=== design 1 ===
Figure 1. Placement view (design 1).
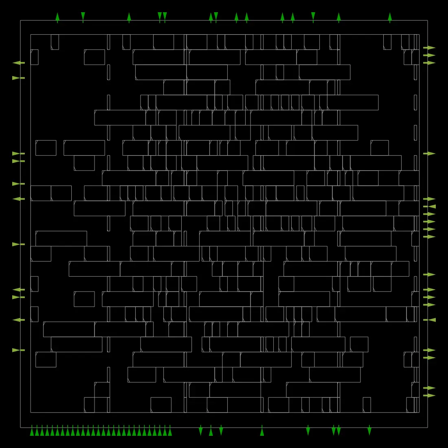
Figure 2. Pin placement (design 1).
Scale: 6 px per um. Pins as bars across the die edge, other pins in grey.
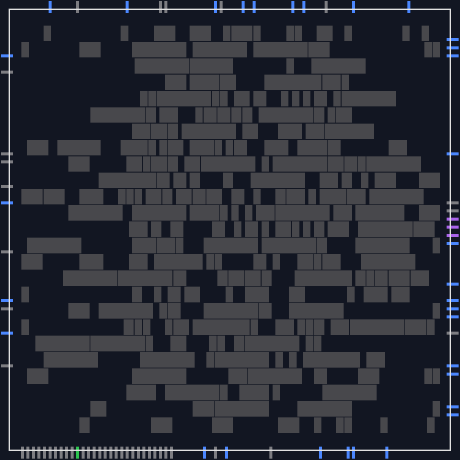
### config.mk
export PLATFORM = sky130hd
export DESIGN_NAME = irq_controller
export DESIGN_NICKNAME = d
export VERILOG_FILES = /design/src/rtl/irq_controller.sv
export SDC_FILE = /design/constraint.sdc
export NUM_CORES = 1
export LEC_CHECK = 0
export CORE_MARGIN = 1.5
export CORE_UTILIZATION = 46
export CTS_BUF_LIST = sky130_fd_sc_hd__clkbuf_2 sky130_fd_sc_hd__clkbuf_4 sky130_fd_sc_hd__clkbuf_8
export DETAILED_ROUTE_END_ITERATION = 16
export MAX_ROUTING_LAYER = met4
export PLACE_DENSITY = 0.82
export SLEW_MARGIN = 20
export SYNTH_ARGS = -nofsm -noshare
export SYNTH_HDL_FRONTEND = slang
export SYNTH_SLANG_ARGS = --single-unit
### constraint.sdc
create_clock -name clk -period 2.07 [get_ports clk]
set_input_delay 0.207 -clock clk [delete_from_list [all_inputs] [get_ports clk]]
set_output_delay 0.207 -clock clk [all_outputs]
set_load 0.005 [all_outputs]
### src/rtl/irq_controller.sv
// Vectored priority-nesting interrupt controller: sync, level/edge latch, mask, nest, request/ack to CPU.
// Latency: irq_in change to irq_out is SYNC_STAGES+1 cycles; read_data is combinational from address.
// Backpressure: a request is held (irq_id may be upgraded) until irq_ack or until no line is eligible.
module irq_controller #(
    parameter int NUM_LINES   = 6,
    parameter int SYNC_STAGES = 2
) (
    input  logic                 clk,
    input  logic                 reset,
    input  logic [NUM_LINES-1:0] irq_in,
    input  logic [1:0]           address,
    input  logic                 write_enable,
    input  logic [31:0]          write_data,
    output logic [31:0]          read_data,
    output logic                 irq_out,
    output logic [2:0]           irq_id,
    input  logic                 irq_ack
);

    typedef enum logic {IDLE, REQ} state_t;

    logic [SYNC_STAGES-1:0][NUM_LINES-1:0] sync_ff;
    logic [NUM_LINES-1:0] sync_w, prev_q, mask_q, edge_q, edge_lat_q, in_service_q;
    logic [NUM_LINES-1:0] wr_bits, rise, pending, above, eligible, is_top;
    logic [NUM_LINES-1:0] ack_set, lat_clr, edge_chg;
    logic [2:0]           hi_elig, irq_id_d, irq_id_q;
    state_t               state_q, state_d;
    logic                 wr_mask, wr_edge, wr_pend, wr_eoi;
    logic                 unused_wdata;

    assign unused_wdata = ^write_data[31:NUM_LINES];
    assign wr_bits      = write_data[NUM_LINES-1:0];
    assign wr_mask      = write_enable && (address == 2'd0);
    assign wr_edge      = write_enable && (address == 2'd1);
    assign wr_pend      = write_enable && (address == 2'd2);
    assign wr_eoi       = write_enable && (address == 2'd3);

    assign sync_w = sync_ff[SYNC_STAGES-1];
    // The live rising edge feeds pending directly so edge lines match level-line latency.
    assign rise    = sync_w & ~prev_q & edge_q;
    assign pending = (edge_q & (edge_lat_q | rise)) | (~edge_q & sync_w);

    always_comb begin
        above   = '0;
        is_top  = '0;
        hi_elig = '0;
        for (int i = 0; i < NUM_LINES; i++) begin
            above[i] = ~|(in_service_q >> i);
            if (in_service_q[i]) begin
                is_top    = '0;
                is_top[i] = 1'b1;
            end
        end
        for (int i = 0; i < NUM_LINES; i++) begin
            if (eligible[i]) hi_elig = 3'(i);
        end
    end

    assign eligible = pending & mask_q & ~in_service_q & above;

    always_comb begin
        state_d  = state_q;
        irq_id_d = irq_id_q;
        ack_set  = '0;
        case (state_q)
            IDLE: begin
                if (|eligible) begin
                    state_d  = REQ;
                    irq_id_d = hi_elig;
                end
            end
            REQ: begin
                if (irq_ack) begin
                    state_d           = IDLE;
                    ack_set[irq_id_q] = 1'b1;
                end else if (|eligible) begin
                    irq_id_d = hi_elig;
                end else begin
                    state_d = IDLE;
                end
            end
            default: state_d = IDLE;
        endcase
    end

    assign lat_clr  = (wr_pend ? wr_bits : '0) | ack_set;
    assign edge_chg = wr_edge ? (edge_q ^ wr_bits) : '0;

    always_ff @(posedge clk or negedge reset) begin
        if (!reset) begin
            sync_ff      <= '0;
            prev_q       <= '0;
            mask_q       <= '0;
            edge_q       <= '0;
            edge_lat_q   <= '0;
            in_service_q <= '0;
            state_q      <= IDLE;
            irq_id_q     <= '0;
        end else begin
            sync_ff  <= {sync_ff[SYNC_STAGES-2:0], irq_in};
            prev_q   <= sync_w;
            state_q  <= state_d;
            irq_id_q <= irq_id_d;
            if (wr_mask) mask_q <= wr_bits;
            if (wr_edge) edge_q <= wr_bits;
            // A new edge beats W1C/ack clears; a mode change always empties the latch.
            edge_lat_q   <= ((edge_lat_q & ~lat_clr) | rise) & ~edge_chg;
            in_service_q <= (in_service_q & ~(wr_eoi ? is_top : '0)) | ack_set;
        end
    end

    assign irq_out = (state_q == REQ);
    assign irq_id  = irq_id_q;

    always_comb begin
        read_data = '0;
        case (address)
            2'd0:    read_data[NUM_LINES-1:0] = mask_q;
            2'd1:    read_data[NUM_LINES-1:0] = edge_q;
            2'd2:    read_data[NUM_LINES-1:0] = pending;
            default: read_data[NUM_LINES-1:0] = in_service_q;
        endcase
    end

endmodule

==> flow_metrics.tcl <==
# place-and-route summary
set metrics [dict create \
    tns_ns 0 \
    synth_warnings 0 \
    dieArea_um2 5370 \
    clockBufferDepth 2 \
    crit_path_start_kind "register" \
    yosysCellCount 219 \
    grt_pass1_vias 1638 \
    status "finished, violations left" \
    dominant_cells "flip-flops and latches" \
    hold-worst-slack_ns -0.0198 \
    tapCellCount 67 \
    cts_tree "done" \
    maxSlewHeadroom_pct 61.3 \
    pin_count 80 \
    drc 0 \
    cts_root_buf "clkbuf_8" \
    synth.top_cell.area_share_pct 50.7 \
    violations "negative hold slack" \
    ys_types 41 \
    flop_area_um2 1160 \
    ff2ff_path_depth 5 \
    first_iter_violations 105 \
    hold_viol 32 \
    skew_ns 0.0120 \
    n_all_inverters 2 \
    openroad.warnings 52 \
    yosys.area.top_type "dfrtp_1" \
    worst_slew_pin_slew_ns 0.580 \
]
## Picture notes: Figure 1
fraction of area in registers: 42.7%
final non-filler cell total: 328

## Picture notes: Figure 2
legend:
  blue:
    port: read_data
    pins: 32
    direction: output
    edge: 13 east, 9 north, 6 south, 4 west
  green:
    port: reset
    pins: 1
    direction: input
    edge: south
  purple:
    port: irq_id
    pins: 3
    direction: output
    edge: east
all pins by edge: 36 south, 19 east, 14 north, 11 west

==> critical path: stages, from the launching register on <==
cell	delay [ns]
dfrtp_1	0.39
a21boi_0	0.15
or2_2	0.30
mux4_2	0.46
clkdlybuf4s15_1	0.22
==> timing repair <==
item                                    CTS  global route
setup buffers                             5             0
resized                                   9             3
endpoints found under the setup margin    5             2
==> logic make-up after synthesis <==
logic type      share of synthesized area (%)
simple gates                             16.0
flops                                    50.7
compound gates                           13.6
buf+inv                                  9.64
mux                                      7.55
xor+xnor                                 2.31
other cells                             0.165
==> state kept, by name, indices dropped and copies added, names as in the netlist <==
register	flops
irq_out	1
sync_ff	6
edge_q	6
mask_q	6
irq_id	3
prev_q	6
edge_lat_q	6
sync_w	6
in_service_q	6
==> synth_stat cells, drive strengths merged (2+ instances only) <==
master and count:
or3 2, a31oi 6, nor2 9, nand3 2
mux4 4, and3b 2, and2 3, inv 2
buf 28, a22o 4, nand2 46, mux2 6
a211oi 2, nand2b 4, dfrtp 46, o21ai 5
a21boi 3, clkbuf 2, a31o 2, o31ai 6
nor2b 5, a21oi 12, xor2 6
==> where the power goes <==
group          internal, mW  switching (mW)
Clock                 0.227           0.290
Sequential             1.09           0.178
Combinational         0.454           0.388

=== design 2 ===
## config.mk

```make
export PLATFORM = sky130hd
export DESIGN_NAME = digital_clock_alarm
export DESIGN_NICKNAME = d
export VERILOG_FILES = /design/src/rtl/digital_clock_alarm.sv
export SDC_FILE = /design/constraint.sdc
export NUM_CORES = 1
export LEC_CHECK = 0
export ABC_AREA = 1
export CAP_MARGIN = 20
export CORE_MARGIN = 1
export CORE_UTILIZATION = 64
export CTS_BUF_LIST = sky130_fd_sc_hd__clkbuf_8
export CTS_CLUSTER_SIZE = 28
export DETAILED_ROUTE_END_ITERATION = 6
export PLACE_DENSITY_LB_ADDON = 0.1
export SYNTH_ARGS = -nofsm -noshare
export SYNTH_HDL_FRONTEND = slang
export SYNTH_SLANG_ARGS = --single-unit
export TNS_END_PERCENT = 10
```

## constraint.sdc

```tcl
create_clock -name clk -period 5.2 [get_ports clk]
set_input_delay 1.56 -clock clk [delete_from_list [all_inputs] [get_ports clk]]
set_output_delay 1.56 -clock clk [all_outputs]
set_load 0.1 [all_outputs]
```

## src/rtl/digital_clock_alarm.sv

```systemverilog
// Digital clock with seconds prescaler, time-set mode, programmable alarm,
// configurable chime and 12/24 h display. Time is held as 24 h BCD bytes.
module digital_clock_alarm #(
  parameter int CLK_DIV         = 1,
  parameter int CHIME_LEN       = 5,
  parameter int CHIME_EVERY_MIN = 0,
  parameter int ALARM_SEC       = 30
) (
  input  logic       clk,
  input  logic       clr,
  input  logic       clk_audio,
  input  logic       set_en,
  input  logic [1:0] set_sel,
  input  logic       set_inc,
  input  logic       alarm_on,
  input  logic       alarm_ack,
  input  logic       mode_12h,
  output logic [3:0] sec_l,
  output logic [3:0] sec_h,
  output logic [3:0] min_l,
  output logic [3:0] min_h,
  output logic [3:0] hour_l,
  output logic [3:0] hour_h,
  output logic       pm,
  output logic       tick,
  output logic       alarm_active,
  output logic       beep
);

  localparam int            PW        = (CLK_DIV > 1) ? $clog2(CLK_DIV) : 1;
  localparam logic [PW-1:0] PRESC_MAX = PW'(CLK_DIV - 1);
  localparam logic [7:0]    CHIME_LIM = 8'(CHIME_LEN);
  localparam logic [5:0]    ALARM_MAX = 6'(ALARM_SEC - 1);
  localparam bit            EVERY_MIN = (CHIME_EVERY_MIN != 0);

  // BCD increment of an hour byte, 23 wraps to 00
  function automatic logic [7:0] inc_hour(input logic [7:0] h);
    logic [7:0] r;
    if (h == 8'h23) begin
      r = 8'h00;
    end else if (h[3:0] == 4'd9) begin
      r = {h[7:4] + 4'd1, 4'd0};
    end else begin
      r = {h[7:4], h[3:0] + 4'd1};
    end
    return r;
  endfunction

  // BCD increment of a minute/second byte, 59 wraps to 00
  function automatic logic [7:0] inc_mod60(input logic [7:0] m);
    logic [7:0] r;
    if (m == 8'h59) begin
      r = 8'h00;
    end else if (m[3:0] == 4'd9) begin
      r = {m[7:4] + 4'd1, 4'd0};
    end else begin
      r = {m[7:4], m[3:0] + 4'd1};
    end
    return r;
  endfunction

  logic [PW-1:0] presc_r;
  logic [7:0]    hour_r, min_r, sec_r;
  logic [7:0]    al_hour_r, al_min_r;
  logic          alarm_active_r;
  logic [5:0]    alarm_cnt_r;
  logic          beep_en_r;

  logic [7:0]    hour_n, min_n, sec_n, al_hour_n, al_min_n;
  logic          tick_s, match_s, active_n, chime_s, pre_ok_s, post_ok_s;
  logic [5:0]    cnt_n;
  logic [4:0]    hour_bin_s, hour12_s;
  logic [7:0]    disp_hour_s;
  logic          pm_s;

  assign tick_s = ~set_en & (presc_r == PRESC_MAX);

  // Seconds prescaler, parked at 0 while setting
  always_ff @(posedge clk) begin
    if (clr) begin
      presc_r <= '0;
    end else if (set_en) begin
      presc_r <= '0;
    end else if (presc_r == PRESC_MAX) begin
      presc_r <= '0;
    end else begin
      presc_r <= presc_r + PW'(1);
    end
  end

  // Next time / alarm time: field edits in set mode, otherwise carry chain on tick
  always_comb begin
    hour_n    = hour_r;
    min_n     = min_r;
    sec_n     = sec_r;
    al_hour_n = al_hour_r;
    al_min_n  = al_min_r;
    if (set_en && set_inc) begin
      case (set_sel)
        2'd0:    hour_n = inc_hour(hour_r);
        2'd1:    begin
          min_n = inc_mod60(min_r);
          sec_n = 8'h00;
        end
        2'd2:    al_hour_n = inc_hour(al_hour_r);
        2'd3:    al_min_n  = inc_mod60(al_min_r);
        default: hour_n = hour_r;
      endcase
    end else if (tick_s) begin
      sec_n = inc_mod60(sec_r);
      if (sec_r == 8'h59) begin
        min_n = inc_mod60(min_r);
        if (min_r == 8'h59) begin
          hour_n = inc_hour(hour_r);
        end else begin
          hour_n = hour_r;
        end
      end else begin
        min_n = min_r;
      end
    end else begin
      sec_n = sec_r;
    end
  end

  // Alarm start/stop; a match on this tick wins over a simultaneous ack
  always_comb begin
    match_s  = tick_s & alarm_on & (hour_n == al_hour_r) & (min_n == al_min_r)
             & (sec_n == 8'h00);
    active_n = alarm_active_r;
    cnt_n    = alarm_cnt_r;
    if (match_s) begin
      active_n = 1'b1;
      cnt_n    = 6'd0;
    end else if (alarm_active_r) begin
      if (alarm_ack || !alarm_on || set_en) begin
        active_n = 1'b0;
        cnt_n    = 6'd0;
      end else if (tick_s) begin
        if (alarm_cnt_r == ALARM_MAX) begin
          active_n = 1'b0;
          cnt_n    = 6'd0;
        end else begin
          cnt_n = alarm_cnt_r + 6'd1;
        end
      end else begin
        cnt_n = alarm_cnt_r;
      end
    end else begin
      active_n = 1'b0;
      cnt_n    = 6'd0;
    end
  end

  // Chime pattern evaluated on the time being loaded, so beep_en lines up with the display
  always_comb begin
    pre_ok_s  = EVERY_MIN || (min_n == 8'h59);
    post_ok_s = EVERY_MIN || (min_n == 8'h00);
    chime_s   = 1'b0;
    if (set_en) begin
      chime_s = 1'b0;
    end else if (pre_ok_s && (sec_n[7:4] == 4'd5)) begin
      chime_s = (sec_n[3:0] == 4'd9) | ~sec_n[0];
    end else if (post_ok_s && (sec_n < CHIME_LIM)) begin
      chime_s = 1'b1;
    end else begin
      chime_s = 1'b0;
    end
  end

  // Time, alarm and beep state registers
  always_ff @(posedge clk) begin
    if (clr) begin
      hour_r         <= 8'h00;
      min_r          <= 8'h00;
      sec_r          <= 8'h00;
      al_hour_r      <= 8'h00;
      al_min_r       <= 8'h00;
      alarm_active_r <= 1'b0;
      alarm_cnt_r    <= 6'd0;
      beep_en_r      <= 1'b0;
    end else begin
      hour_r         <= hour_n;
      min_r          <= min_n;
      sec_r          <= sec_n;
      al_hour_r      <= al_hour_n;
      al_min_r       <= al_min_n;
      alarm_active_r <= active_n;
      alarm_cnt_r    <= cnt_n;
      beep_en_r      <= chime_s | active_n;
    end
  end

  // 12/24 h display mapping of the stored hour
  always_comb begin
    hour_bin_s = ({1'b0, hour_r[7:4]} * 5'd10) + {1'b0, hour_r[3:0]};
    hour12_s   = hour_bin_s;
    if (mode_12h) begin
      pm_s = (hour_bin_s >= 5'd12);
      if (hour_bin_s == 5'd0) begin
        hour12_s = 5'd12;
      end else if (hour_bin_s > 5'd12) begin
        hour12_s = hour_bin_s - 5'd12;
      end else begin
        hour12_s = hour_bin_s;
      end
      if (hour12_s >= 5'd10) begin
        disp_hour_s = {4'd1, 4'(hour12_s - 5'd10)};
      end else begin
        disp_hour_s = {4'd0, hour12_s[3:0]};
      end
    end else begin
      pm_s        = 1'b0;
      disp_hour_s = hour_r;
    end
  end

  assign sec_l        = sec_r[3:0];
  assign sec_h        = sec_r[7:4];
  assign min_l        = min_r[3:0];
  assign min_h        = min_r[7:4];
  assign hour_l       = disp_hour_s[3:0];
  assign hour_h       = disp_hour_s[7:4];
  assign pm           = pm_s;
  assign tick         = tick_s;
  assign alarm_active = alarm_active_r;
  assign beep         = beep_en_r & clk_audio;

endmodule

```

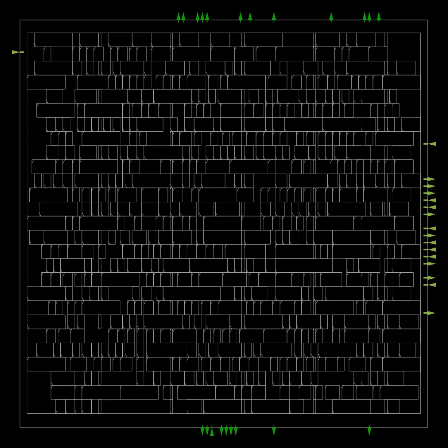
Figure 3: design 2, placement view.
registers: 49
# fillers: 443
Final Util: 78.0%
n_taps: 72
Core ar.: 5570 um^2

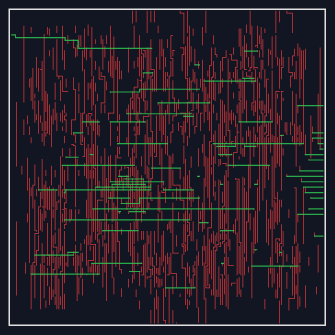
Figure 4: design 2, routed metal, one colour a layer.
Scale: 4 px per um. Two of the layers only.
legend:
  green:
    layer: M3
    wire_length: 547 um
  red:
    layer: M2
    wire_length: 4380 um

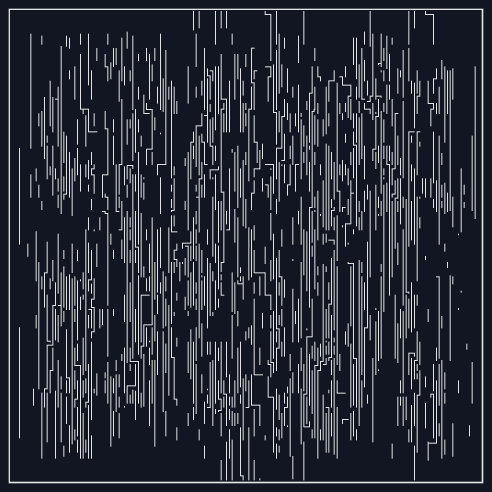
Figure 5: design 2, met2 routing.
Scale: 6 px per um.
longest straight run: 30.6 um
nets with wire on the layer: 543
share of all routed wire: 48%

==> flow_metrics.tcl <==
# place-and-route summary
set metrics [dict create \
    cts_root_buf "clkbuf_8" \
    p_seq_mw 0.384 \
    tns_ns 0 \
    status "finished, final reports clean" \
    nNetsFinal 652 \
    async_flop_share_pct 0 \
    numCtsBuffers 5 \
    switching_share_pct 26.9 \
    die_x_um 78.6 \
    pin_count 38 \
    synth_warnings 0 \
    ys_sh_mux_pct 0 \
    fmax_mhz 202 \
    simple_gate_area_share_pct 41.7 \
    skew_ns 0.0104 \
]
flip-flops by register name (all words and copies together) (netlist names):
register      count
al_hour_r         8
al_min_r          8
hour_r            8
min_r             8
sec_r             8
alarm_cnt_r       6
alarm_active      1
beep_en_r         1
presc_r           1
critical path: cells and delay by family, from the launching register on:
kind,cells,cell delay [ns]
XOR/XNOR,1,0.19
adder cells (fa/ha/maj),4,1.04
flip-flops,1,0.43
AND/OR/NAND/NOR,8,0.76
buffers and inverters,4,0.44
AND-OR/OR-AND,1,0.23
per-stage QoR:
step	hold WS (ns)	area (um^2)	setup WS [ns]	total power, mW
finish	0.541	4350	0.243	0.830
global route	0.564	4350	-0.0157	0.856
CTS	0.540	4340	0.190	0.832
detailed placement	0.527	4210	0.574	0.512
global placement	0.502	4210	0.754	0.509
floorplan	0.479	3760	-0.233	0.478
layer usage:
layer  GRT usage [%]  vias up
met1            35.1     1747
met3            5.12       24
met4            11.7        0
met5               0        -
met2            53.1      111
li1                -     1909

=== design 3 ===
<file path="config.mk">
export PLATFORM = sky130hd
export DESIGN_NAME = cache_mem_ctrl
export DESIGN_NICKNAME = d
export VERILOG_FILES = /design/src/rtl/cpu_types_pkg.sv /design/src/rtl/cache_mem_ctrl_arb.sv /design/src/rtl/cache_mem_ctrl.sv
export SDC_FILE = /design/constraint.sdc
export NUM_CORES = 1
export LEC_CHECK = 0
export CAP_MARGIN = 20
export CORE_MARGIN = 3
export CORE_UTILIZATION = 43
export DETAILED_ROUTE_END_ITERATION = 10
export PLACE_DENSITY = 0.82
export SYNTH_ARGS = -nofsm -noshare
export SYNTH_HDL_FRONTEND = slang
export SYNTH_SLANG_ARGS = --single-unit
</file>
<file path="constraint.sdc">
create_clock -name CLK -period 1.88 [get_ports CLK]
set_clock_uncertainty 0.05 [all_clocks]
set_input_delay 0.282 -clock CLK [delete_from_list [all_inputs] [get_ports CLK]]
set_output_delay 0.282 -clock CLK [all_outputs]
set_load 0.01 [all_outputs]
</file>
<file path="src/rtl/cpu_types_pkg.sv">
// ============================================================================
// Module      : cpu_types_pkg
// Description : Shared types for the cache-to-memory controller: RAM status
//               encoding, controller FSM states, response-source tag and
//               the bit positions of the arbiter grant vector.
// Revision    : 1.0 - initial release
// ============================================================================
`default_nettype none

package cpu_types_pkg;

    // Status reported by the RAM model each cycle
    typedef enum logic [1:0] {
        FREE   = 2'd0,
        BUSY   = 2'd1,
        ACCESS = 2'd2,
        ERROR  = 2'd3
    } ramstate_t;

    // Memory controller states
    typedef enum logic [2:0] {
        IDLE = 3'd0,
        IACC = 3'd1,
        DRD  = 3'd2,
        DWR  = 3'd3,
        RESP = 3'd4
    } mctrl_state_t;

    // Which cache the current RESP cycle answers
    typedef enum logic {
        RESP_I = 1'b0,
        RESP_D = 1'b1
    } resp_src_t;

    // Grant one-hot layout produced by mem_arb_sel
    localparam int c_GNT_W   = 3;
    localparam int c_GNT_I   = 0;
    localparam int c_GNT_DRD = 1;
    localparam int c_GNT_DWR = 2;

endpackage : cpu_types_pkg

`default_nettype wire

</file>
<file path="src/rtl/cache_mem_ctrl_arb.sv">
// ============================================================================
// Module      : mem_arb_sel
// Description : Combinational request arbiter for the memory controller.
//               Priority is write, then data read, then instruction read,
//               except that a pending instruction request wins once the
//               starvation count has reached STARVE_LIMIT.
// Ports       : iREN, dREN, dWEN  - cache request enables
//               starve_cnt        - consecutive data grants while iREN pending
//               grant             - one-hot grant (see cpu_types_pkg c_GNT_*)
// Revision    : 1.0 - initial release
// ============================================================================
`default_nettype none

module mem_arb_sel
    import cpu_types_pkg::*;
#(
    parameter int STARVE_LIMIT = 4,
    parameter int CNT_W        = 3
) (
    input  logic               iREN,
    input  logic               dREN,
    input  logic               dWEN,
    input  logic [CNT_W-1:0]   starve_cnt,
    output logic [c_GNT_W-1:0] grant
);

    localparam logic [CNT_W-1:0] c_LIMIT = CNT_W'(STARVE_LIMIT);

    logic w_starved;

    assign w_starved = iREN && (starve_cnt == c_LIMIT);

    always_comb begin
        grant = '0;
        if (w_starved) begin
            grant[c_GNT_I] = 1'b1;
        end else if (dWEN) begin
            // A write also wins over a simultaneous dREN, which resolves the
            // illegal dREN&dWEN combination in favour of the write.
            grant[c_GNT_DWR] = 1'b1;
        end else if (dREN) begin
            grant[c_GNT_DRD] = 1'b1;
        end else if (iREN) begin
            grant[c_GNT_I] = 1'b1;
        end
    end

endmodule : mem_arb_sel

`default_nettype wire

</file>
<file path="src/rtl/cache_mem_ctrl.sv">
// ============================================================================
// Module      : cache_mem_ctrl
// Description : Memory-side responder for the icache and dcache request
//               interfaces. Arbitrates (data first, with a starvation guard
//               for instruction fetches), runs one transaction at a time on
//               the single-ported RAM and answers by dropping iwait or dwait
//               for exactly one cycle.
// Ports       : CLK, nRST                  - clock, async active-low reset
//               iREN, iaddr, iwait, iload  - icache interface
//               dREN, dWEN, daddr, dstore,
//               dwait, dload               - dcache interface
//               ramREN, ramWEN, ramaddr,
//               ramstore, ramload, ramstate- RAM interface
//               timeout_err                - sticky RAM timeout flag
// Revision    : 1.0 - initial release
// ============================================================================
`default_nettype none

module cache_mem_ctrl
    import cpu_types_pkg::*;
#(
    parameter int STARVE_LIMIT = 4,
    parameter int TIMEOUT      = 64
) (
    input  logic        CLK,
    input  logic        nRST,
    // icache
    input  logic        iREN,
    input  logic [31:0] iaddr,
    output logic        iwait,
    output logic [31:0] iload,
    // dcache
    input  logic        dREN,
    input  logic        dWEN,
    input  logic [31:0] daddr,
    input  logic [31:0] dstore,
    output logic        dwait,
    output logic [31:0] dload,
    // RAM
    output logic        ramREN,
    output logic        ramWEN,
    output logic [31:0] ramaddr,
    output logic [31:0] ramstore,
    input  logic [31:0] ramload,
    input  logic [1:0]  ramstate,
    // status
    output logic        timeout_err
);

    localparam int c_SCNT_W = $clog2(STARVE_LIMIT + 1);
    localparam int c_TCNT_W = $clog2(TIMEOUT + 1);

    localparam logic [c_SCNT_W-1:0] c_SCNT_MAX = c_SCNT_W'(STARVE_LIMIT);
    localparam logic [c_TCNT_W-1:0] c_TCNT_MAX = c_TCNT_W'(TIMEOUT - 1);

    // ------------------------------------------------------------------
    // State and holding registers
    // ------------------------------------------------------------------
    mctrl_state_t          r_state;
    resp_src_t             r_src;
    logic [31:0]           r_addr;
    logic [31:0]           r_store;
    logic                  r_ren;
    logic                  r_wen;
    logic [c_SCNT_W-1:0]   r_scnt;
    logic [c_TCNT_W-1:0]   r_tcnt;

    logic [c_GNT_W-1:0]    w_grant;
    ramstate_t             w_rstate;
    logic                  w_req_held;

    assign w_rstate = ramstate_t'(ramstate);

    // ------------------------------------------------------------------
    // Arbiter
    // ------------------------------------------------------------------
    mem_arb_sel #(
        .STARVE_LIMIT (STARVE_LIMIT),
        .CNT_W        (c_SCNT_W)
    ) u_arb (
        .iREN       (iREN),
        .dREN       (dREN),
        .dWEN       (dWEN),
        .starve_cnt (r_scnt),
        .grant      (w_grant)
    );

    // Enable of whichever requester owns the transaction in flight; a drop
    // before ACCESS abandons the transaction.
    always_comb begin
        w_req_held = 1'b0;
        case (r_state)
            IACC:    w_req_held = iREN;
            DRD:     w_req_held = dREN;
            DWR:     w_req_held = dWEN;
            default: w_req_held = 1'b0;
        endcase
    end

    // ------------------------------------------------------------------
    // RAM-side outputs come only from the holding registers, so the live
    // cache ports may change freely while a transaction is in flight.
    // They are forced to zero whenever no request is active.
    // ------------------------------------------------------------------
    assign ramREN   = r_ren;
    assign ramWEN   = r_wen;
    assign ramaddr  = (r_ren | r_wen) ? r_addr  : 32'd0;
    assign ramstore = r_wen           ? r_store : 32'd0;

    // Wait lines are low only during RESP, on the side that owns it.
    assign iwait = !((r_state == RESP) && (r_src == RESP_I));
    assign dwait = !((r_state == RESP) && (r_src == RESP_D));

    // ------------------------------------------------------------------
    // Controller FSM
    // ------------------------------------------------------------------
    always_ff @(posedge CLK or negedge nRST) begin
        if (!nRST) begin
            r_state     <= IDLE;
            r_src       <= RESP_I;
            r_addr      <= 32'd0;
            r_store     <= 32'd0;
            r_ren       <= 1'b0;
            r_wen       <= 1'b0;
            r_scnt      <= '0;
            r_tcnt      <= '0;
            iload       <= 32'd0;
            dload       <= 32'd0;
            timeout_err <= 1'b0;
        end else begin
            case (r_state)
                IDLE: begin
                    // No pending fetch means nothing is being starved.
                    if (!iREN) begin
                        r_scnt <= '0;
                    end

                    if (w_grant[c_GNT_I]) begin
                        r_state <= IACC;
                        r_src   <= RESP_I;
                        r_addr  <= iaddr;
                        r_ren   <= 1'b1;
                        r_tcnt  <= '0;
                        r_scnt  <= '0;
                    end else if (w_grant[c_GNT_DWR] || w_grant[c_GNT_DRD]) begin
                        if (w_grant[c_GNT_DWR]) begin
                            r_state <= DWR;
                            r_wen   <= 1'b1;
                            r_store <= dstore;
                        end else begin
                            r_state <= DRD;
                            r_ren   <= 1'b1;
                        end
                        r_src  <= RESP_D;
                        r_addr <= daddr;
                        r_tcnt <= '0;
                        // Count data grants that overtake a waiting fetch.
                        if (iREN && (r_scnt != c_SCNT_MAX)) begin
                            r_scnt <= r_scnt + 1'b1;
                        end
                    end
                end

                IACC, DRD, DWR: begin
                    if (!w_req_held) begin
                        r_state <= IDLE;
                        r_ren   <= 1'b0;
                        r_wen   <= 1'b0;
                    end else if (w_rstate == ACCESS) begin
                        if (r_state == IACC) begin
                            iload <= ramload;
                        end
                        if (r_state == DRD) begin
                            dload <= ramload;
                        end
                        r_state <= RESP;
                        r_ren   <= 1'b0;
                        r_wen   <= 1'b0;
                    end else if (r_tcnt == c_TCNT_MAX) begin
                        timeout_err <= 1'b1;
                        r_state     <= IDLE;
                        r_ren       <= 1'b0;
                        r_wen       <= 1'b0;
                    end else begin
                        // BUSY, FREE and ERROR all keep the request driven;
                        // ERROR therefore re-issues the same access.
                        r_tcnt <= r_tcnt + 1'b1;
                    end
                end

                RESP: begin
                    r_state <= IDLE;
                end

                default: begin
                    r_state <= IDLE;
                    r_ren   <= 1'b0;
                    r_wen   <= 1'b0;
                end
            endcase
        end
    end

endmodule : cache_mem_ctrl

`default_nettype wire
</file>
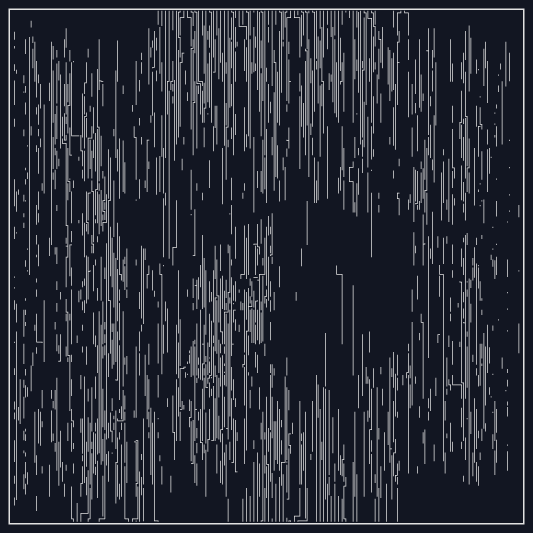
Figure 6: design 3, met2 routing.
Scale: 4 px per um.
longest straight run: 59.3 um
main direction: vertical
wire length on this layer: 9030 um
nets with wire on the layer: 848
share of all routed wire: 52%

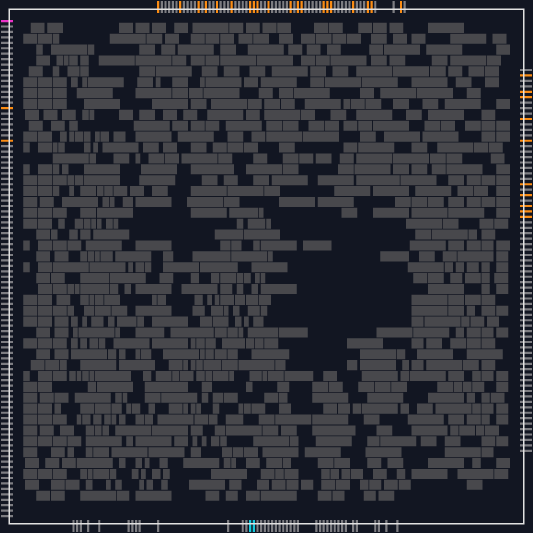
Figure 7: design 3, pin placement.
Scale: 4 px per um. Pins as bars across the die edge, other pins in grey.
legend:
  cyan:
    port: ramstate
    pins: 2
    direction: input
    edge: south
  magenta:
    port: nRST
    pins: 1
    direction: input
    edge: west
  orange:
    port: iload
    pins: 32
    direction: output
    edge: 20 north, 10 east, 2 west

==> synthesized netlist by cell type (2+ instances only) <==
cell,instances,area [um^2]
nor3_1,2,10.0
nand2_1,48,180
nand3_1,6,30.0
mux2i_1,37,370
buf_2,11,55.1
inv_1,7,26.3
nand2b_1,2,12.5
o21ai_0,37,185
dfrtp_1,145,3630
buf_6,4,45.0
and3b_1,2,17.5
mux2_1,6,67.6
nand4_1,3,18.8
o21ai_1,2,10.0
clkbuf_1,8,30.0
o2bb2ai_1,2,17.5
ha_1,3,37.5
a21oi_1,3,15.0
nor2b_1,32,200
buf_4,6,45.0
nor2_1,4,15.0
and2_1,33,206
mux2_2,91,1020
==> registers in the layout, indices dropped and copies added (netlist names) <==
register	cells
r_addr	32
r_src	1
timeout_err	1
dload	32
r_state	3
r_scnt	3
r_tcnt	7
iload	32
ramREN	1
r_store	32
ramWEN	1
==> worst register-to-register path, stage by stage (launching register included) <==
cell	delay, ns
dfrtp_1	0.41
inv_2	0.08
ha_4	0.16
nand2_2	0.08
o211ai_4	0.33
clkbuf_16	0.23
mux2_2	0.33
==> power by group <==
part           switching (mW)  internal [mW]  total, mW
combinational            2.86           3.90       6.75
sequential              0.805           4.60       5.40
clock                    1.25           2.38       3.63
==> flow_metrics.tcl <==
# place-and-route summary
set metrics [dict create \
    logic_family "multiplexers" \
    first_iter_violations 261 \
    grt_use_met1_pct 24.2 \
    critPathCaptureType "output port" \
    pin_count 268 \
    comb_area_um2 2640 \
    fin_crit_ns 1.93 \
    openroad.warnings 29 \
    xor_area_share_pct 0 \
    htreeDepth 4 \
    edf_count 0 \
    top_layer_used "met4" \
    finalSetupViolCount 7 \
    globalRouteMet3Util_pct 6.08 \
    ys_seq_share_pct 56.5 \
    clock_area_share_pct 6.24 \
    buf_share_pct 29.5 \
    final_cells 1006 \
    dieArea_um2 16400 \
    tapCellCount 184 \
    setup_ws_ns -0.0521 \
    status "finished, violations left" \
    hp-class "primary input to async pin" \
    violations "negative setup slack" \
    dpl-instance-area_um2 9430 \
]

=== design 4 ===
Figure 8. Placement view (design 4).
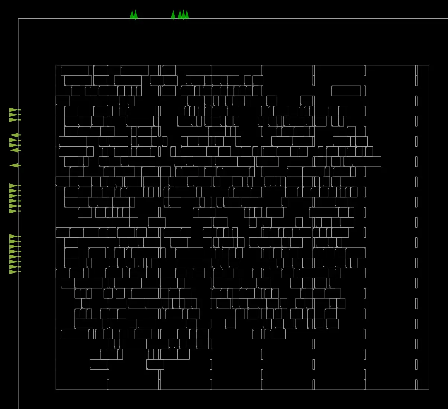
Figure 9. Pin placement (design 4).
Scale: 4 px per um. Pins as bars across the die edge, other pins in grey.
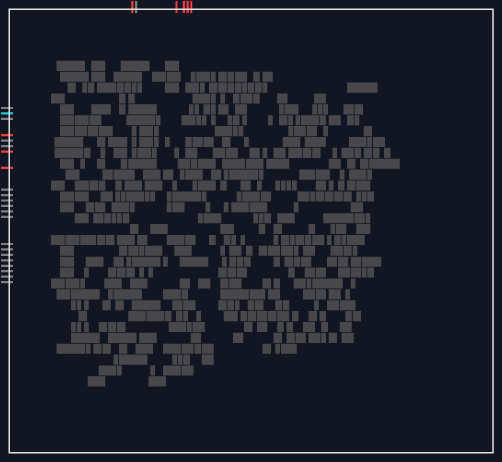
Figure 10. Met2 routing (design 4).
Scale: 4 px per um.
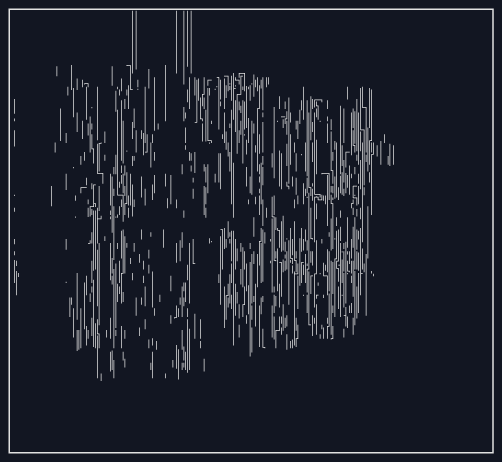
**config.mk**
```make
export PLATFORM = sky130hd
export DESIGN_NAME = fp8_mult_top_flat
export DESIGN_NICKNAME = d
export VERILOG_FILES = /design/src/rtl/fp8_pkg.sv /design/src/rtl/fp8_mult_if.sv /design/src/rtl/fp8_round_norm.sv /design/src/rtl/fp8_mult_top.sv /design/src/flat_wrapper.sv
export SDC_FILE = /design/constraint.sdc
export NUM_CORES = 1
export LEC_CHECK = 0
export CAP_MARGIN = 30
export CORE_ASPECT_RATIO = 0.9
export CORE_MARGIN = 10
export CORE_UTILIZATION = 35
export CTS_CLUSTER_SIZE = 25
export DETAILED_ROUTE_END_ITERATION = 10
export GPL_TIMING_DRIVEN = 0
export REMOVE_ABC_BUFFERS = 1
export SYNTH_ARGS = -nofsm -noshare
export SYNTH_HDL_FRONTEND = slang
export SYNTH_HIERARCHICAL = 1
export SYNTH_SLANG_ARGS = --single-unit
```
**constraint.sdc**
```tcl
create_clock -name clk -period 15.8 [get_ports clk]
set_input_delay 4.74 -clock clk [delete_from_list [all_inputs] [get_ports clk]]
set_output_delay 4.74 -clock clk [all_outputs]
set_load 0.005 [all_outputs]
```
**src/rtl/fp8_pkg.sv**
```systemverilog
// Shared constants and types for the 8-bit float format {sign, exp[2:0], frac[3:0]}, bias 3.
package fp8_pkg;

  localparam int EXP_W   = 3;
  localparam int FRAC_W  = 4;
  localparam int BIAS    = 3;
  localparam int EXP_MAX = 7;

  // Quiet NaN produced for every invalid operation: sign 0, exp all ones, frac MSB set.
  localparam logic [7:0]        CANON_NAN = 8'h78;
  localparam logic [EXP_W-1:0]  INF_EXP   = 3'b111;
  localparam logic [FRAC_W-1:0] INF_FRAC  = 4'b0000;

  typedef struct packed {
    logic              sign;
    logic [EXP_W-1:0]  exp;
    logic [FRAC_W-1:0] frac;
  } fp8_t;

endpackage

```
**src/rtl/fp8_mult_if.sv**
```systemverilog
// Operand/result bundle between an fp8 multiplier and whatever feeds it.
interface fp8_mult_if;

  logic       in_valid;
  logic [7:0] in_a;
  logic [7:0] in_b;
  logic       out_valid;
  logic [7:0] res;

  // Producer of operands, consumer of products.
  modport master (
    output in_valid, in_a, in_b,
    input  out_valid, res
  );

  // The multiplier itself.
  modport slave (
    input  in_valid, in_a, in_b,
    output out_valid, res
  );

endinterface

```
**src/rtl/fp8_round_norm.sv**
```systemverilog
// Normalizes a raw 10-bit significand product, denormalizes into the subnormal
// range when needed, rounds to nearest-even and applies overflow to infinity.
// The product is read as xx.xxxxxxxx: bit 8 is the hidden-bit position.
module fp8_round_norm
  import fp8_pkg::*;
(
  input  logic              sign,
  input  logic signed [5:0] exp_in,
  input  logic [9:0]        prod,
  output fp8_t              result
);

  logic [3:0]        lead_pos;
  logic [3:0]        lz;
  logic [9:0]        norm_m;
  logic signed [5:0] exp_n;
  logic signed [5:0] exp_s;
  logic [3:0]        shamt;
  logic [25:0]       wide;
  logic              hid;
  logic [3:0]        frac;
  logic              guard;
  logic              sticky;
  logic              inc;
  logic [5:0]        sum;
  logic signed [5:0] exp_r;
  logic [3:0]        frac_r;

  // Leading-one normalize, subnormal right shift with sticky, RNE round, overflow check.
  always_comb begin
    lead_pos = '0;
    for (int i = 0; i < 10; i++) begin
      if (prod[i]) lead_pos = 4'(i);
    end
    lz     = 4'd9 - lead_pos;
    norm_m = prod << lz;
    exp_n  = exp_in + $signed({2'b00, lead_pos}) - 6'sd8;

    if (exp_n < 6'sd1) begin
      shamt = 4'(6'sd1 - exp_n);
      exp_s = 6'sd1;
    end else begin
      shamt = 4'd0;
      exp_s = exp_n;
    end

    wide   = {norm_m, 16'h0000} >> shamt;
    hid    = wide[25];
    frac   = wide[24:21];
    guard  = wide[20];
    sticky = |wide[19:0];
    inc    = guard & (sticky | frac[0]);
    sum    = {1'b0, hid, frac} + {5'b00000, inc};

    if (sum[5]) begin
      exp_r  = exp_s + 6'sd1;
      frac_r = 4'b0000;
    end else if (sum[4]) begin
      exp_r  = exp_s;
      frac_r = sum[3:0];
    end else begin
      exp_r  = 6'sd0;
      frac_r = sum[3:0];
    end

    if (prod == 10'd0) begin
      result = '{sign: sign, exp: 3'b000, frac: 4'b0000};
    end else if (exp_r >= 6'sd7) begin
      result = '{sign: sign, exp: INF_EXP, frac: INF_FRAC};
    end else begin
      result = '{sign: sign, exp: exp_r[2:0], frac: frac_r};
    end
  end

endmodule

```
**src/rtl/fp8_mult_top.sv**
```systemverilog
// fp8 multiplier: unpacks operands, resolves NaN/inf/zero cases, multiplies
// significands and registers the rounded product with one cycle of latency.
module fp8_mult_top
  import fp8_pkg::*;
(
  input  logic       clk,
  input  logic       rst,
  fp8_mult_if.slave  bus
);

  fp8_t              a;
  fp8_t              b;
  logic              nan_a, nan_b;
  logic              inf_a, inf_b;
  logic              zero_a, zero_b;
  logic              prod_sign;
  logic [4:0]        sig_a, sig_b;
  logic signed [5:0] ea, eb;
  logic signed [5:0] exp_in;
  logic [9:0]        prod;
  fp8_t              rounded;
  fp8_t              next_res;

  assign a = fp8_t'(bus.in_a);
  assign b = fp8_t'(bus.in_b);

  // Operand classification, significand product and special-case selection.
  always_comb begin
    nan_a  = (a.exp == INF_EXP) && (a.frac != 4'b0000);
    nan_b  = (b.exp == INF_EXP) && (b.frac != 4'b0000);
    inf_a  = (a.exp == INF_EXP) && (a.frac == 4'b0000);
    inf_b  = (b.exp == INF_EXP) && (b.frac == 4'b0000);
    zero_a = (a.exp == 3'b000) && (a.frac == 4'b0000);
    zero_b = (b.exp == 3'b000) && (b.frac == 4'b0000);

    prod_sign = a.sign ^ b.sign;
    sig_a     = {a.exp != 3'b000, a.frac};
    sig_b     = {b.exp != 3'b000, b.frac};
    ea        = (a.exp == 3'b000) ? 6'sd1 : $signed({3'b000, a.exp});
    eb        = (b.exp == 3'b000) ? 6'sd1 : $signed({3'b000, b.exp});
    exp_in    = ea + eb - 6'sd3;
    prod      = {5'b00000, sig_a} * {5'b00000, sig_b};

    if (nan_a || nan_b) begin
      next_res = fp8_t'(CANON_NAN);
    end else if ((inf_a && zero_b) || (zero_a && inf_b)) begin
      next_res = fp8_t'(CANON_NAN);
    end else if (inf_a || inf_b) begin
      next_res = '{sign: prod_sign, exp: INF_EXP, frac: INF_FRAC};
    end else if (zero_a || zero_b) begin
      next_res = '{sign: prod_sign, exp: 3'b000, frac: 4'b0000};
    end else begin
      next_res = rounded;
    end
  end

  fp8_round_norm u_round_norm (
    .sign   (prod_sign),
    .exp_in (exp_in),
    .prod   (prod),
    .result (rounded)
  );

  // Output register: result only updates on valid operands, reset wins.
  always_ff @(posedge clk) begin
    if (rst) begin
      bus.res       <= 8'h00;
      bus.out_valid <= 1'b0;
    end else begin
      bus.out_valid <= bus.in_valid;
      if (bus.in_valid) bus.res <= next_res;
    end
  end

endmodule

```
**src/flat_wrapper.sv**
```systemverilog
// flat-port wrapper written by rule: the top's interface ports become plain ports
module fp8_mult_top_flat import fp8_pkg::*;
  (clk, rst, bus_in_valid, bus_in_a, bus_in_b, bus_out_valid, bus_res);
  fp8_mult_if bus_i ();
  input  logic clk;
  input  logic rst;
  input wire logic [$bits(bus_i.in_valid)-1:0] bus_in_valid;
  input wire logic [$bits(bus_i.in_a)-1:0] bus_in_a;
  input wire logic [$bits(bus_i.in_b)-1:0] bus_in_b;
  output wire logic [$bits(bus_i.out_valid)-1:0] bus_out_valid;
  output wire logic [$bits(bus_i.res)-1:0] bus_res;
  assign bus_i.in_valid = bus_in_valid;
  assign bus_i.in_a = bus_in_a;
  assign bus_i.in_b = bus_in_b;
  assign bus_out_valid = bus_i.out_valid;
  assign bus_res = bus_i.res;
  fp8_mult_top u_core (.clk(clk), .rst(rst), .bus(bus_i));
endmodule
```
==> flow_metrics.tcl <==
# place-and-route summary
set metrics [dict create \
    cts_setup_buffers 0 \
    holdBufCountCts 0 \
    most_common_cell "inv_1" \
    grt_overflow 0 \
    common_cells "44 x inv_1, 37 x nand2_1, 36 x ha_1" \
    clockBufferDepth 2 \
    dieArea_um2 13300 \
    worstPathArrival_ns 14.50 \
    nNetsFinal 515 \
    synth_cells 434 \
    status "finished, final reports clean" \
    flop_cell "dfxtp_1" \
    wl_mm 7.73 \
    met2WireLength_mm 3.36 \
    dr_total_vias 3075 \
    dpl-instance-area_um2 3530 \
    antenna_left 0 \
    worst_slew_pin_slew_ns 1.01 \
    reg2reg_slack_ns 14.88 \
    cap_violations 0 \
    hp-class "register to register" \
    final_cells 567 \
    period_used_pct 90.8 \
    lay_top_cells "44 x inv_1, 37 x nand2_1, 36 x ha_1, 35 x nor2_1, 27 x clkdlybuf4s50_1" \
    dp_cells 563 \
    globalRouteMet3Util_pct 1.32 \
    fin_util_pct 41.0 \
]
## Picture notes: Figure 8
registers: 9
# fillers: 932

## Picture notes: Figure 9
legend:
  cyan:
    port: bus_in_valid
    pins: 1
    direction: input
    edge: west
  red:
    port: bus_res
    pins: 8
    direction: output
    edge: 5 north, 3 west

## Picture notes: Figure 10
nets with wire on the layer: 412
main direction: vertical
wire length on this layer: 3360 um
share of all routed wire: 43%

[area by class of cell]
cell class,instances,area (um^2)
Clock buffer,4,45.0
Timing Repair Buffer,30,293
Fill cell,932,5150
Inverter,48,180
Tap cell,119,149
Multi-Input combinational cell,357,2730
Sequential cell,9,180
[metrics by stage]
step                hold WS [ns]  setup WS, ns
CTS                        0.475          1.47
finish                     0.475          1.46
global route               0.499         0.547
global placement           0.465         0.673
detailed placement         0.467          1.28
floorplan                  0.469          2.36
[sequential cells by signal (all words and copies together) (netlist names)]
name / count
u_core/bus.out_valid: 1
u_core/bus.res: 8
[worst max-delay path: cells and delay by family]
family / cells / cell delay [ns]
adders and majority gates: 9 / 3.51
muxes: 1 / 0.19
buffers and inverters: 7 / 1.27
and+or+nand+nor: 12 / 2.20
AOI/OAI and AO/OA: 9 / 1.95
xor gates and xnor gates: 2 / 0.64
[kinds of logic after synthesis]
family	after synthesis	share of synthesized area, %
compound gates	106	25.4
simple gates	175	30.5
mux	10	3.34
flops	9	5.65
fa+ha+maj	47	21.0
buf+inv	68	8.60
xor+xnor	19	5.46

=== design 5 ===
Figure 11. Pin placement (design 5).
Scale: 2 px per um. Pins as bars across the die edge, other pins in grey.
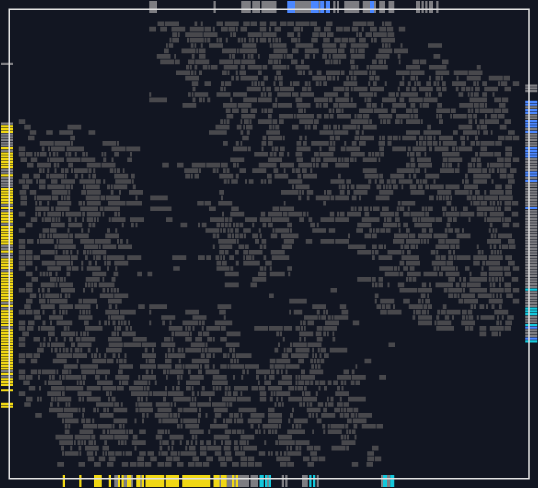
Figure 12. Placement view (design 5).
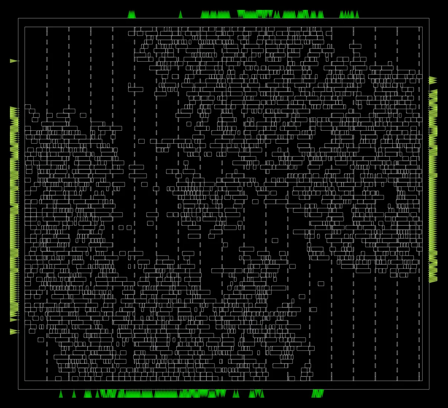
==> config.mk <==
export PLATFORM = sky130hd
export DESIGN_NAME = mem_beat_bridge
export DESIGN_NICKNAME = d
export VERILOG_FILES = /design/src/rtl/mem_beat_bridge.sv
export SDC_FILE = /design/constraint.sdc
export NUM_CORES = 1
export LEC_CHECK = 0
export ABC_CLOCK_PERIOD_IN_PS = 3700
export CAP_MARGIN = 20
export CORE_ASPECT_RATIO = 0.9
export CORE_MARGIN = 4
export CORE_UTILIZATION = 30
export CTS_BUF_LIST = sky130_fd_sc_hd__clkbuf_16
export CTS_CLUSTER_SIZE = 8
export DETAILED_ROUTE_END_ITERATION = 10
export SLEW_MARGIN = 20
export SYNTH_ARGS = -nofsm -noshare
export SYNTH_HDL_FRONTEND = slang
export SYNTH_SLANG_ARGS = --single-unit
==> constraint.sdc <==
create_clock -name clk -period 3.7 [get_ports clk]
set_input_delay 1.11 -clock clk [delete_from_list [all_inputs] [get_ports clk]]
set_output_delay 1.11 -clock clk [all_outputs]
set_load 0.02 [all_outputs]
==> src/rtl/mem_beat_bridge.sv <==
// mem_beat_bridge: serialises a 128-bit core word access into 32-bit beats on a
// valid/ready memory bus and reassembles read beats into a word for the core.
// Optional feature macro: BRIDGE_PARITY_EN adds even parity on write beats
// (bus_wpar), checks read beats against bus_rpar and reports a sticky par_err.
module mem_beat_bridge #(
    parameter int ADDR_W = 16,
    parameter int WORD_W = 128,
    parameter int BUS_W  = 32
) (
    input  logic              clk,
    input  logic              reset,
    input  logic              cpu_req,
    input  logic              cpu_we,
    input  logic [ADDR_W-1:0] cpu_addr,
    input  logic [WORD_W-1:0] cpu_wdata,
    output logic [WORD_W-1:0] cpu_rdata,
    output logic              cpu_done,
    output logic              busy,
    output logic              bus_valid,
    input  logic              bus_ready,
    output logic              bus_we,
    output logic [ADDR_W-1:0] bus_addr,
    output logic [BUS_W-1:0]  bus_wdata,
    input  logic              bus_rvalid,
`ifdef BRIDGE_PARITY_EN
    output logic              bus_wpar,
    input  logic              bus_rpar,
    output logic              par_err,
`endif
    input  logic [BUS_W-1:0]  bus_rdata
);

    localparam int BEATS = WORD_W / BUS_W;
    localparam int KW    = (BEATS > 1) ? $clog2(BEATS) : 1;

    typedef enum logic [2:0] {
        ST_IDLE    = 3'd0,
        ST_WR_BEAT = 3'd1,
        ST_RD_ADDR = 3'd2,
        ST_RD_DATA = 3'd3,
        ST_DONE    = 3'd4
    } state_t;

    // Even parity of one bus beat (XOR of all data bits).
    function automatic logic even_parity(input logic [BUS_W-1:0] d);
        return ^d;
    endfunction

    state_t                          state_r;
    logic [KW-1:0]                   k_r;
    logic [ADDR_W-1:0]               addr_r;
    logic [BEATS-1:0][BUS_W-1:0]     wdata_r;
    logic [BEATS-1:0][BUS_W-1:0]     shadow_r;
    logic [BEATS-1:0][BUS_W-1:0]     shadow_next_s;
    logic [KW-1:0]                   k_inc_s;
    logic                            k_last_s;
    logic [ADDR_W-1:0]               beat_addr_s;

    // Next-beat bookkeeping: incremented counter, last-beat flag, wrapped address
    // of the following beat, and the shadow word with the current read beat merged.
    always_comb begin
        k_inc_s          = k_r + KW'(1);
        k_last_s         = (k_r == KW'(BEATS - 1));
        beat_addr_s      = addr_r + ADDR_W'(k_inc_s);
        shadow_next_s    = shadow_r;
        shadow_next_s[k_r] = bus_rdata;
    end

    // Transfer FSM with all bus/core outputs registered on the state transitions.
    always_ff @(posedge clk) begin
        if (reset) begin
            state_r   <= ST_IDLE;
            k_r       <= '0;
            addr_r    <= '0;
            wdata_r   <= '0;
            shadow_r  <= '0;
            cpu_rdata <= '0;
            cpu_done  <= 1'b0;
            busy      <= 1'b0;
            bus_valid <= 1'b0;
            bus_we    <= 1'b0;
            bus_addr  <= '0;
            bus_wdata <= '0;
`ifdef BRIDGE_PARITY_EN
            bus_wpar  <= 1'b0;
            par_err   <= 1'b0;
`endif
        end else begin
            case (state_r)
                ST_IDLE: begin
                    cpu_done <= 1'b0;
                    if (cpu_req) begin
                        addr_r    <= cpu_addr;
                        wdata_r   <= cpu_wdata;
                        k_r       <= '0;
                        busy      <= 1'b1;
                        bus_valid <= 1'b1;
                        bus_we    <= cpu_we;
                        bus_addr  <= cpu_addr;
`ifdef BRIDGE_PARITY_EN
                        par_err   <= 1'b0;
`endif
                        if (cpu_we) begin
                            bus_wdata <= cpu_wdata[BUS_W-1:0];
`ifdef BRIDGE_PARITY_EN
                            bus_wpar  <= even_parity(cpu_wdata[BUS_W-1:0]);
`endif
                            state_r   <= ST_WR_BEAT;
                        end else begin
                            state_r   <= ST_RD_ADDR;
                        end
                    end else begin
                        state_r <= ST_IDLE;
                    end
                end

                ST_WR_BEAT: begin
                    if (bus_ready) begin
                        k_r <= k_inc_s;
                        if (k_last_s) begin
                            bus_valid <= 1'b0;
                            bus_we    <= 1'b0;
                            busy      <= 1'b0;
                            cpu_done  <= 1'b1;
                            state_r   <= ST_DONE;
                        end else begin
                            bus_addr  <= beat_addr_s;
                            bus_wdata <= wdata_r[k_inc_s];
`ifdef BRIDGE_PARITY_EN
                            bus_wpar  <= even_parity(wdata_r[k_inc_s]);
`endif
                            state_r   <= ST_WR_BEAT;
                        end
                    end else begin
                        state_r <= ST_WR_BEAT;
                    end
                end

                ST_RD_ADDR: begin
                    if (bus_ready) begin
                        bus_valid <= 1'b0;
                        state_r   <= ST_RD_DATA;
                    end else begin
                        state_r <= ST_RD_ADDR;
                    end
                end

                ST_RD_DATA: begin
                    if (bus_rvalid) begin
                        shadow_r <= shadow_next_s;
                        k_r      <= k_inc_s;
`ifdef BRIDGE_PARITY_EN
                        if (even_parity(bus_rdata) != bus_rpar) begin
                            par_err <= 1'b1;
                        end
`endif
                        if (k_last_s) begin
                            cpu_rdata <= shadow_next_s;
                            busy      <= 1'b0;
                            cpu_done  <= 1'b1;
                            state_r   <= ST_DONE;
                        end else begin
                            bus_valid <= 1'b1;
                            bus_addr  <= beat_addr_s;
                            state_r   <= ST_RD_ADDR;
                        end
                    end else begin
                        state_r <= ST_RD_DATA;
                    end
                end

                ST_DONE: begin
                    cpu_done <= 1'b0;
                    state_r  <= ST_IDLE;
                end

                default: begin
                    bus_valid <= 1'b0;
                    bus_we    <= 1'b0;
                    busy      <= 1'b0;
                    cpu_done  <= 1'b0;
                    state_r   <= ST_IDLE;
                end
            endcase
        end
    end

endmodule

==> flow_metrics.tcl <==
# place-and-route summary
set metrics [dict create \
    wl_met3_mm 4.44 \
    tns_ns 0 \
    most_common_cell "dfxtp_1" \
    cts_root_buf "clkbuf_16" \
    synth.top_cell.area_share_pct 50.0 \
    critPathLaunch "k_r[1]" \
    pin_count 362 \
    fin_crit_ns 2.85 \
    hold_end "wdata_r[116]" \
    ys_types 45 \
    clock_area_share_pct 6.97 \
    p_leak_nw 7.78 \
    status "finished, final reports clean" \
    antennaDiodeCount 3 \
    crit-reg2reg-capture "bus_addr[15]" \
    die_y_um 234 \
    antenna_left 0 \
]
About Figure 11:
legend:
  yellow:
    port: cpu_wdata
    pins: 128
    direction: input
    edge: 74 west, 54 south
  blue:
    port: bus_rdata
    pins: 32
    direction: input
    edge: 18 east, 14 north
  cyan:
    port: bus_addr
    pins: 16
    direction: output
    edge: 10 south, 6 east

About Figure 12:
Final Util: 40.9%
n_taps: 756
final non-filler cell total: 3040
# fillers: 5439
row cnt: 82

## per-stage QoR
stage / hold WS, ns / util (%)
finish: 0.449 / 40.9
CTS: 0.450 / 40.9
global route: 0.468 / 40.9
floorplan: 0.433 / -
global placement: 0.440 / 38.0
detailed placement: 0.443 / 38.0
## cells in the final DEF, fill, tap and decap left out, drive strengths merged, types with 3 or more instances in the layout
cell           Yosys  layout
buf               56      29
xor2              10      10
dfxtp            425     425
a211oi           212     212
nand3             22      22
o22ai             38      38
a21boi             7       7
a311oi             3       3
nand4              3       3
a21oi            202     202
ha                 6       6
xnor2              5       5
diode              0       3
nand2            383     383
nor3              86      86
or3                3       3
nor2             241     241
clkdlybuf4s50      0     360
nand2b             6       6
mux2i             16      16
clkinv             0       6
nor2b             86      86
o21ai              7       7
clkbuf           125      60
mux4              32      32
inv                6       9
## power groups by stage
stage          registers (mW)  logic (mW)  clock network [mW]
6_report                 4.94        1.45                4.82
5_1_grt                  4.95        1.58                5.14
4_1_cts                  4.94        1.47                4.94
3_5_place_dp             5.03        1.46                   0
3_3_place_gp             5.02        1.44                   0
2_1_floorplan            5.06       0.737                   0


==> notes/layouts.md <==
Pictures saved along the way, in no particular order.

Routed metal, one colour a layer.
picture 1
Scale: 2 px per um. Two of the layers only.
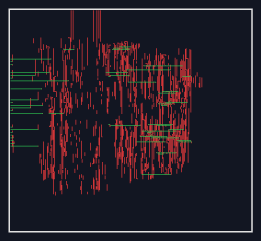
picture 2
Scale: 1 px per um. Two of the layers only.
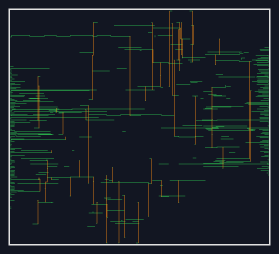
picture 3
Scale: 2 px per um. Two of the layers only.
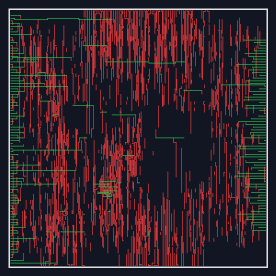
picture 4
Scale: 4 px per um. Two of the layers only.
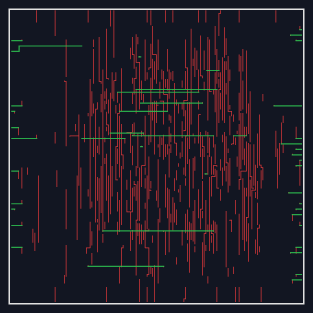
- least wire: picture 4
- largest die: picture 2
| picture | from |
|---|---|
| picture 4 | design 1 |
| picture 2 | design 5 |
| picture 3 | design 3 |
| picture 1 | design 4 |

Power and IR drop assume default switching activity.
